# uvmt_rvfi_csr_shadow

[config.mk]
export PLATFORM = sky130hd
export DESIGN_NAME = uvmt_rvfi_csr_shadow
export DESIGN_NICKNAME = d
export VERILOG_FILES = /design/src/rtl/uvmt_rvfi_csr_shadow.sv
export SDC_FILE = /design/constraint.sdc
export NUM_CORES = 1
export LEC_CHECK = 0
export ABC_AREA = 1
export CAP_MARGIN = 0
export CORE_AREA = 8 8 298 300
export CTS_CLUSTER_DIAMETER = 30
export CTS_CLUSTER_SIZE = 40
export DETAILED_ROUTE_END_ITERATION = 8
export DIE_AREA = 0 0 306 308
export PLACE_DENSITY_LB_ADDON = 0.1
export SYNTH_ARGS = -nofsm -noshare
export SYNTH_HDL_FRONTEND = slang
export SYNTH_SLANG_ARGS = --single-unit
[constraint.sdc]
create_clock -name clk_i -period 2.22 [get_ports clk_i]
set_input_delay 0.222 -clock clk_i [delete_from_list [all_inputs] [get_ports clk_i]]
set_output_delay 0.222 -clock clk_i [all_outputs]
set_load 0.005 [all_outputs]
[src/rtl/uvmt_rvfi_csr_shadow.sv]
// uvmt_rvfi_csr_shadow
// Shadow model of a set of CSR channels driven from RVFI retirement data.
// Each retirement compares the reported pre-instruction read value against the
// shadow on bits that are both read and already known, then re-learns the
// shadow from the retirement so the model tracks the DUT even after an error.
// Error state (sticky flag, saturating count, first-error index) is reported
// separately and can be cleared without disturbing the shadow.

module uvmt_rvfi_csr_shadow #(
  parameter  int unsigned XLEN    = 32,
  parameter  int unsigned NUM_CSR = 4,
  parameter  int unsigned CNT_W   = 8,
  localparam int unsigned IDX_W   = (NUM_CSR > 1) ? $clog2(NUM_CSR) : 1
) (
  input  logic                      clk_i,
  input  logic                      rst_ni,
  input  logic                      rvfi_valid_i,
  input  logic [NUM_CSR*XLEN-1:0]   rvfi_csr_rmask_i,
  input  logic [NUM_CSR*XLEN-1:0]   rvfi_csr_wmask_i,
  input  logic [NUM_CSR*XLEN-1:0]   rvfi_csr_rdata_i,
  input  logic [NUM_CSR*XLEN-1:0]   rvfi_csr_wdata_i,
  input  logic                      clear_i,
  output logic [NUM_CSR*XLEN-1:0]   shadow_o,
  output logic [NUM_CSR*XLEN-1:0]   known_o,
  output logic                      mismatch_o,
  output logic                      err_sticky_o,
  output logic [CNT_W-1:0]          err_cnt_o,
  output logic [IDX_W-1:0]          err_idx_o
);

  localparam int unsigned BUS_W = NUM_CSR * XLEN;

  // Shadow / known state
  logic [BUS_W-1:0]   r_shadow;
  logic [BUS_W-1:0]   r_known;

  // Error reporting state
  logic               r_mismatch;
  logic               r_sticky;
  logic [CNT_W-1:0]   r_cnt;
  logic [IDX_W-1:0]   r_idx;

  // Combinational terms
  logic [BUS_W-1:0]   w_hit;
  logic [NUM_CSR-1:0] w_mis;
  logic               w_ev;
  logic [IDX_W-1:0]   w_first_idx;
  logic [BUS_W-1:0]   w_shadow_nxt;
  logic [BUS_W-1:0]   w_known_nxt;
  logic               w_sticky_base;
  logic [CNT_W-1:0]   w_cnt_base;
  logic [IDX_W-1:0]   w_idx_base;
  logic               w_sticky_nxt;
  logic [CNT_W-1:0]   w_cnt_nxt;
  logic [IDX_W-1:0]   w_idx_nxt;

  // Bits that are read, already known and differ from the pre-update shadow
  assign w_hit = rvfi_csr_rmask_i & r_known & (rvfi_csr_rdata_i ^ r_shadow);

  // Per-channel mismatch reduction, qualified by a valid retirement
  always_comb begin
    w_mis = '0;
    for (int unsigned i = 0; i < NUM_CSR; i++) begin
      w_mis[i] = rvfi_valid_i & (|w_hit[i*XLEN +: XLEN]);
    end
  end

  assign w_ev = |w_mis;

  // Lowest mismatching channel: scan downward so the lowest index wins last
  always_comb begin
    w_first_idx = '0;
    for (int unsigned i = NUM_CSR; i > 0; i--) begin
      if (w_mis[i-1]) begin
        w_first_idx = IDX_W'(i - 1);
      end
    end
  end

  // Per-bit learning: written bits take wdata, read-only bits take rdata
  always_comb begin
    w_shadow_nxt = r_shadow;
    w_known_nxt  = r_known;
    if (rvfi_valid_i) begin
      w_shadow_nxt = (rvfi_csr_wmask_i & rvfi_csr_wdata_i)
                   | (~rvfi_csr_wmask_i & rvfi_csr_rmask_i & rvfi_csr_rdata_i)
                   | (~rvfi_csr_wmask_i & ~rvfi_csr_rmask_i & r_shadow);
      w_known_nxt  = r_known | rvfi_csr_rmask_i | rvfi_csr_wmask_i;
    end
  end

  // Error next-state: a same-cycle clear is applied before the event
  always_comb begin
    w_sticky_base = clear_i ? 1'b0 : r_sticky;
    w_cnt_base    = clear_i ? '0   : r_cnt;
    w_idx_base    = clear_i ? '0   : r_idx;
    w_sticky_nxt  = w_sticky_base;
    w_cnt_nxt     = w_cnt_base;
    w_idx_nxt     = w_idx_base;
    if (w_ev) begin
      w_sticky_nxt = 1'b1;
      w_cnt_nxt    = (w_cnt_base == '1) ? w_cnt_base : w_cnt_base + 1'b1;
      w_idx_nxt    = w_sticky_base ? w_idx_base : w_first_idx;
    end
  end

  // Shadow and known registers
  always_ff @(posedge clk_i or negedge rst_ni) begin
    if (!rst_ni) begin
      r_shadow <= '0;
      r_known  <= '0;
    end else begin
      r_shadow <= w_shadow_nxt;
      r_known  <= w_known_nxt;
    end
  end

  // Mismatch pulse and error-state registers
  always_ff @(posedge clk_i or negedge rst_ni) begin
    if (!rst_ni) begin
      r_mismatch <= 1'b0;
      r_sticky   <= 1'b0;
      r_cnt      <= '0;
      r_idx      <= '0;
    end else begin
      r_mismatch <= w_ev;
      r_sticky   <= w_sticky_nxt;
      r_cnt      <= w_cnt_nxt;
      r_idx      <= w_idx_nxt;
    end
  end

  assign shadow_o     = r_shadow;
  assign known_o      = r_known;
  assign mismatch_o   = r_mismatch;
  assign err_sticky_o = r_sticky;
  assign err_cnt_o    = r_cnt;
  assign err_idx_o    = r_idx;

endmodule

**uvmt_rvfi_csr_shadow: power grid**

Bar = 100 µm. Pins as bars on the die edge. Tap cells in grey.
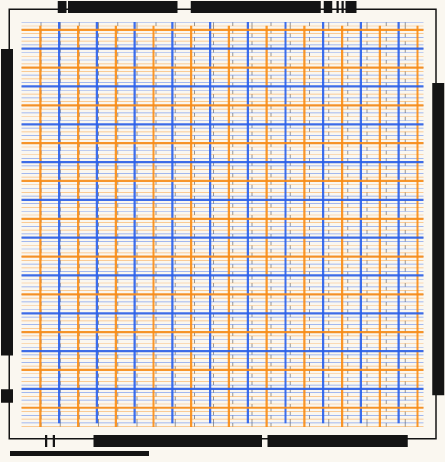
Key: orange = VSS; blue = VDD
784 signal pins sit on the boundary. 21 straps on met4. 1090 tap cells. The core has 107 rows.
chip width: 306 µm
Die Y: 308 µm
core area: 84200 µm²
Max rail drop VDD: 0.000560 V

**uvmt_rvfi_csr_shadow: a small window of the routed layout**

Window x 217 to 242, y 64 to 89 µm. Cells in grey, sequential cells in the stronger grey; small squares are vias.
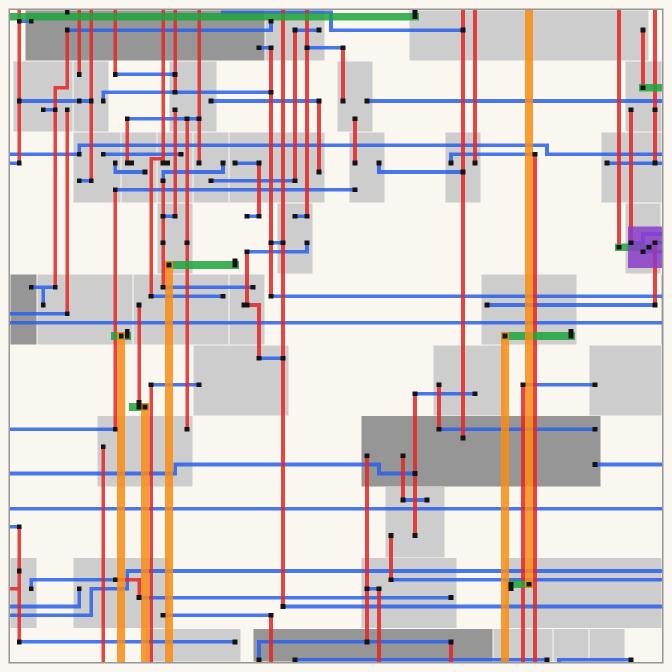
Key: red = met2; blue = met1; orange = met4; purple = met5; green = met3
Most frequent: clkdlybuf4s50_1 (10), nand2_1 (4), nor2_1 (4). Netlist names of flops here include `known_o` (1), `shadow_o` (1). Sequential cells in the window: 2. 33 logic cells have their middle in the window.

**uvmt_rvfi_csr_shadow: metal 4**

Cells faint in the background.
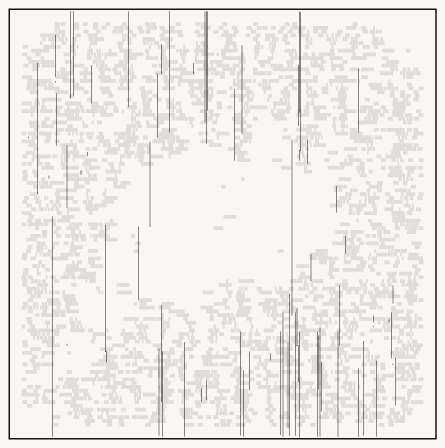
The wires run mostly vertical. The longest straight run is 158 µm. The layer holds 4.2% of the routed length. 51 nets have wire on it. The layer carries 3380 µm of wire.
vias post-DR: 17300
Detailed Route WL: 80500 µm

==> flow_summary_export.csv <==
group,metric,value,unit
power_and_ir_drop,p_per_area,796,nW/µm²
outcome,status,"finished, final reports clean",
placement,postPlaceCellArea,24800,µm²
layout,final_cell_mix,"clkdlybuf4s50_1, inv_1, nand2_1, nor2_1, a21oi_1",
route,top_layer,"met5",
layout,comb_area,6670,µm²
route,wl_met3,7570,µm
yosys,ys_async_sr_fraction,100,%
yosys,avgSynthCellArea,6.92,µm²
yosys,synthTopLogicFamily,"simple AND/OR/NAND/NOR gates",
yosys,ys_sh_xor,0.116,%
placement,hpwlAfterDp,66800,µm
yosys,synth_seq_share,44.4,%
worst_setup_path,slowest_delay,0.40,ns
worst_setup_path,crit_path_end,"err_cnt_o[5]",

# fu_branch_pipe

$ cat src/rtl/fu_branch_pipe.sv
// Branch/jump functional unit. Resolves condition, target, link address and
// misprediction at accept, then carries the result through a LATENCY-deep
// valid/ready pipeline to the common data bus arbiter.
module fu_branch_pipe #(
  parameter int XLEN    = 32,
  parameter int LATENCY = 2,
  parameter int TAG_W   = 4
) (
  input  logic             clk,
  input  logic             rst_n,
  input  logic             flush,
  input  logic             issue_valid,
  output logic             issue_ready,
  input  logic             jalr,
  input  logic [2:0]       cmp_ctrl,
  input  logic [XLEN-1:0]  rs1_data,
  input  logic [XLEN-1:0]  rs2_data,
  input  logic [XLEN-1:0]  imm,
  input  logic [XLEN-1:0]  pc,
  input  logic             pred_taken,
  input  logic [XLEN-1:0]  pred_target,
  input  logic [TAG_W-1:0] tag_in,
  output logic             res_valid,
  input  logic             res_ready,
  output logic [TAG_W-1:0] res_tag,
  output logic             taken,
  output logic [XLEN-1:0]  pc_jump,
  output logic [XLEN-1:0]  pc_wb,
  output logic             mispredict,
  output logic [XLEN-1:0]  redirect_pc,
  output logic             busy
);

  // Condition evaluation; LT/GE are signed, LTU/GEU unsigned.
  function automatic logic f_cond(input logic [2:0] c,
                                  input logic [XLEN-1:0] a,
                                  input logic [XLEN-1:0] b);
    logic signed [XLEN-1:0] sa;
    logic signed [XLEN-1:0] sb;
    logic                   res;
    sa = a;
    sb = b;
    case (c)
      3'b000:  res = 1'b0;
      3'b001:  res = (a == b);
      3'b010:  res = (a != b);
      3'b011:  res = (sa < sb);
      3'b100:  res = !(sa < sb);
      3'b101:  res = (a < b);
      3'b110:  res = !(a < b);
      default: res = 1'b1;
    endcase
    return res;
  endfunction

  // Per-stage valid bits and resolved payload
  logic [LATENCY-1:0] r_vld;
  logic [TAG_W-1:0]   r_tag   [LATENCY];
  logic               r_taken [LATENCY];
  logic               r_misp  [LATENCY];
  logic [XLEN-1:0]    r_jump  [LATENCY];
  logic [XLEN-1:0]    r_wb    [LATENCY];
  logic [XLEN-1:0]    r_redir [LATENCY];

  logic [LATENCY-1:0] w_adv;
  logic [LATENCY-1:0] w_inc;
  logic [LATENCY-1:0] w_vld_nxt;
  logic               w_rdy;
  logic               w_acc;
  logic [XLEN-1:0]    w_sum;
  logic [XLEN-1:0]    w_jump;
  logic [XLEN-1:0]    w_wb;
  logic               w_taken;
  logic               w_misp;

  // Resolve the op from the values presented in the accept cycle
  always_comb begin
    w_sum   = (jalr ? rs1_data : pc) + imm;
    w_jump  = jalr ? {w_sum[XLEN-1:1], 1'b0} : w_sum;
    w_wb    = pc + XLEN'(4);
    w_taken = f_cond(cmp_ctrl, rs1_data, rs2_data);
    w_misp  = (w_taken != pred_taken) |
              (w_taken & pred_taken & (w_jump != pred_target));
  end

  // Stall chain: a stage moves when everything downstream of it can make room
  always_comb begin
    logic [LATENCY:0] free;
    free          = '0;
    w_adv         = '0;
    free[LATENCY] = res_ready;
    for (int i = LATENCY - 1; i >= 0; i--) begin
      w_adv[i] = r_vld[i] & free[i+1];
      free[i]  = ~r_vld[i] | w_adv[i];
    end
    w_rdy = free[0];
  end

  assign w_acc = issue_valid & w_rdy & ~flush;
  // Bit i is set when stage i receives an op this cycle
  assign w_inc = (w_adv << 1) | LATENCY'(w_acc);

  // Next valid state; flush empties every stage
  always_comb begin
    w_vld_nxt = w_inc | (r_vld & ~w_adv);
    if (flush) w_vld_nxt = '0;
  end

  // Pipeline registers: stage 0 captures at accept, later stages shift forward
  always_ff @(posedge clk or negedge rst_n) begin
    if (!rst_n) begin
      r_vld <= '0;
      for (int i = 0; i < LATENCY; i++) begin
        r_tag[i]   <= '0;
        r_taken[i] <= 1'b0;
        r_misp[i]  <= 1'b0;
        r_jump[i]  <= '0;
        r_wb[i]    <= '0;
        r_redir[i] <= '0;
      end
    end else begin
      r_vld <= w_vld_nxt;
      if (w_acc) begin
        r_tag[0]   <= tag_in;
        r_taken[0] <= w_taken;
        r_misp[0]  <= w_misp;
        r_jump[0]  <= w_jump;
        r_wb[0]    <= w_wb;
        r_redir[0] <= w_taken ? w_jump : w_wb;
      end
      for (int i = 1; i < LATENCY; i++) begin
        if (w_inc[i]) begin
          r_tag[i]   <= r_tag[i-1];
          r_taken[i] <= r_taken[i-1];
          r_misp[i]  <= r_misp[i-1];
          r_jump[i]  <= r_jump[i-1];
          r_wb[i]    <= r_wb[i-1];
          r_redir[i] <= r_redir[i-1];
        end
      end
    end
  end

  assign issue_ready = w_rdy;
  assign res_valid   = r_vld[LATENCY-1];
  assign res_tag     = r_tag[LATENCY-1];
  assign taken       = r_taken[LATENCY-1];
  assign mispredict  = r_misp[LATENCY-1];
  assign pc_jump     = r_jump[LATENCY-1];
  assign pc_wb       = r_wb[LATENCY-1];
  assign redirect_pc = r_redir[LATENCY-1];
  assign busy        = |r_vld;

endmodule

$ cat config.mk
export PLATFORM = sky130hd
export DESIGN_NAME = fu_branch_pipe
export DESIGN_NICKNAME = d
export VERILOG_FILES = /design/src/rtl/fu_branch_pipe.sv
export SDC_FILE = /design/constraint.sdc
export NUM_CORES = 1
export LEC_CHECK = 0
export CAP_MARGIN = 20
export CELL_PAD_IN_SITES_DETAIL_PLACEMENT = 1
export CELL_PAD_IN_SITES_GLOBAL_PLACEMENT = 1
export CORE_UTILIZATION = 36
export DETAILED_ROUTE_END_ITERATION = 10
export HOLD_SLACK_MARGIN = 0.02
export MAX_ROUTING_LAYER = met4
export PLACE_DENSITY_LB_ADDON = 0.1
export SLEW_MARGIN = 10
export SYNTH_ARGS = -nofsm -noshare
export SYNTH_HDL_FRONTEND = slang
export SYNTH_SLANG_ARGS = --single-unit
$ cat constraint.sdc
create_clock -name clk -period 2.28 [get_ports clk]
set_clock_uncertainty 0.1 [all_clocks]
set_input_delay 0.57 -clock clk [delete_from_list [all_inputs] [get_ports clk]]
set_output_delay 0.57 -clock clk [all_outputs]
set_load 0.01 [all_outputs]
**fu_branch_pipe: power grid**

Bar = 50 µm. Pins as bars on the die edge. Tap cells in grey.
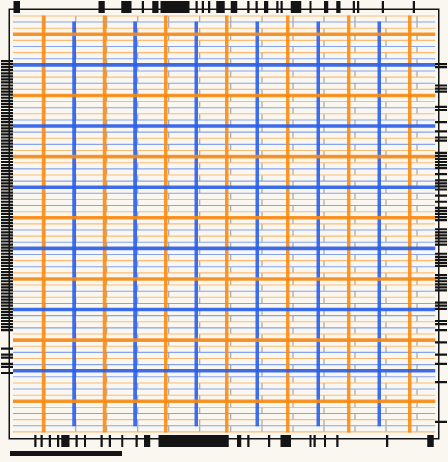
Key: blue = VDD; orange = VSS
279 signal pins sit on the boundary. 69 met1 rails follow the rows. 13 straps on met4.
core area: 34700 µm²
Die Y: 190 µm
chip width: 190 µm

**fu_branch_pipe: metal 4**

Cells faint in the background.
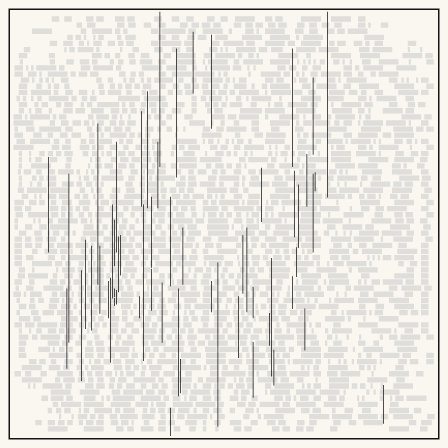
The wires run mostly vertical. The layer carries 1890 µm of wire. The layer holds 3.5% of the routed length.
Detailed Route WL: 54100 µm
vias post-DR: 12100

==> flow_summary_export.csv <==
group,metric,value,unit
power_and_ir_drop,swShare,32.6,%
floorplan,rows,68,
global_routing,grt_pass1_vias,12500,
yosys,syn-num-nets,1520,
floorplan,initial_utilization,36.8,%
placement,postPlaceCellArea,18000,µm²
yosys,synth-main-ff-cell,"dfrtp_1",
global_routing,grt_max_degree,57,
clock_network,cts_buffers,22,
layout,lay_top_count,"buf_4",
sta,period_used_share,173,%
sta,maxSlewHeadroom,58.9,%
sta,setup_ws,-1.66,ns
route,vias_per_cell,5.28,
route,wire_per_inst,23.6,µm
power_and_ir_drop,seqPwrFrac,33.0,%
global_routing,gr-usage-all-layers,27.7,%
sta,finalSetupViolCount,66,
outcome,violations,"negative setup slack",
global_routing,grt_pass1_wl,73600,µm
placement,dp.cells,2168,
yosys,edf_count,0,
yosys,postSynthCellCount,1280,
floorplan,io_pins,279,
yosys,netlist_area,12800,µm²
power_and_ir_drop,leakagePower,9.86,nW
yosys,synth.cells.most_frequent,"dfrtp_1, nand2_1, mux2_2, buf_4, nor2_1",
yosys,simple_gate_area_share,13.5,%
power_and_ir_drop,powerSeq,5.26,mW
yosys,synth.cellmix.compoundShare,10.8,%
worst_setup_path,required,2.56,ns
worst_setup_path,slowest_delay,0.29,ns
layout,fin_cells,2291,
power_and_ir_drop,pg_clk,3.70,mW
yosys,numSynthFlops,206,
floorplan,dieArea,36200,µm²
global_routing,globalRouteMet3Util,3.33,%
outcome,status,"finished with violations",


==> notes/layouts.md <==
Pictures saved along the way, in no particular order.

Routed metal, one colour a layer.
Two of the layers only.
picture 1
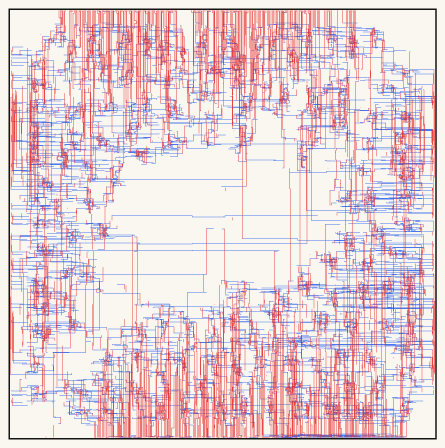
picture 2
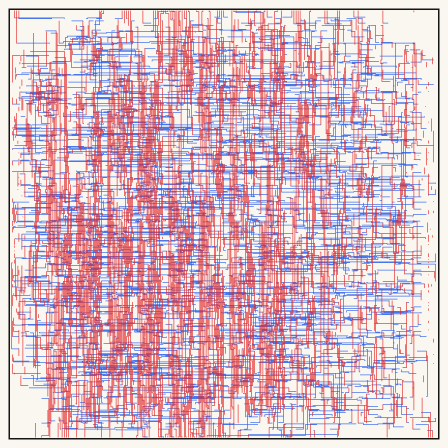
The one with the most wire is picture 1.
uvmt_rvfi_csr_shadow: picture 1
fu_branch_pipe: picture 2

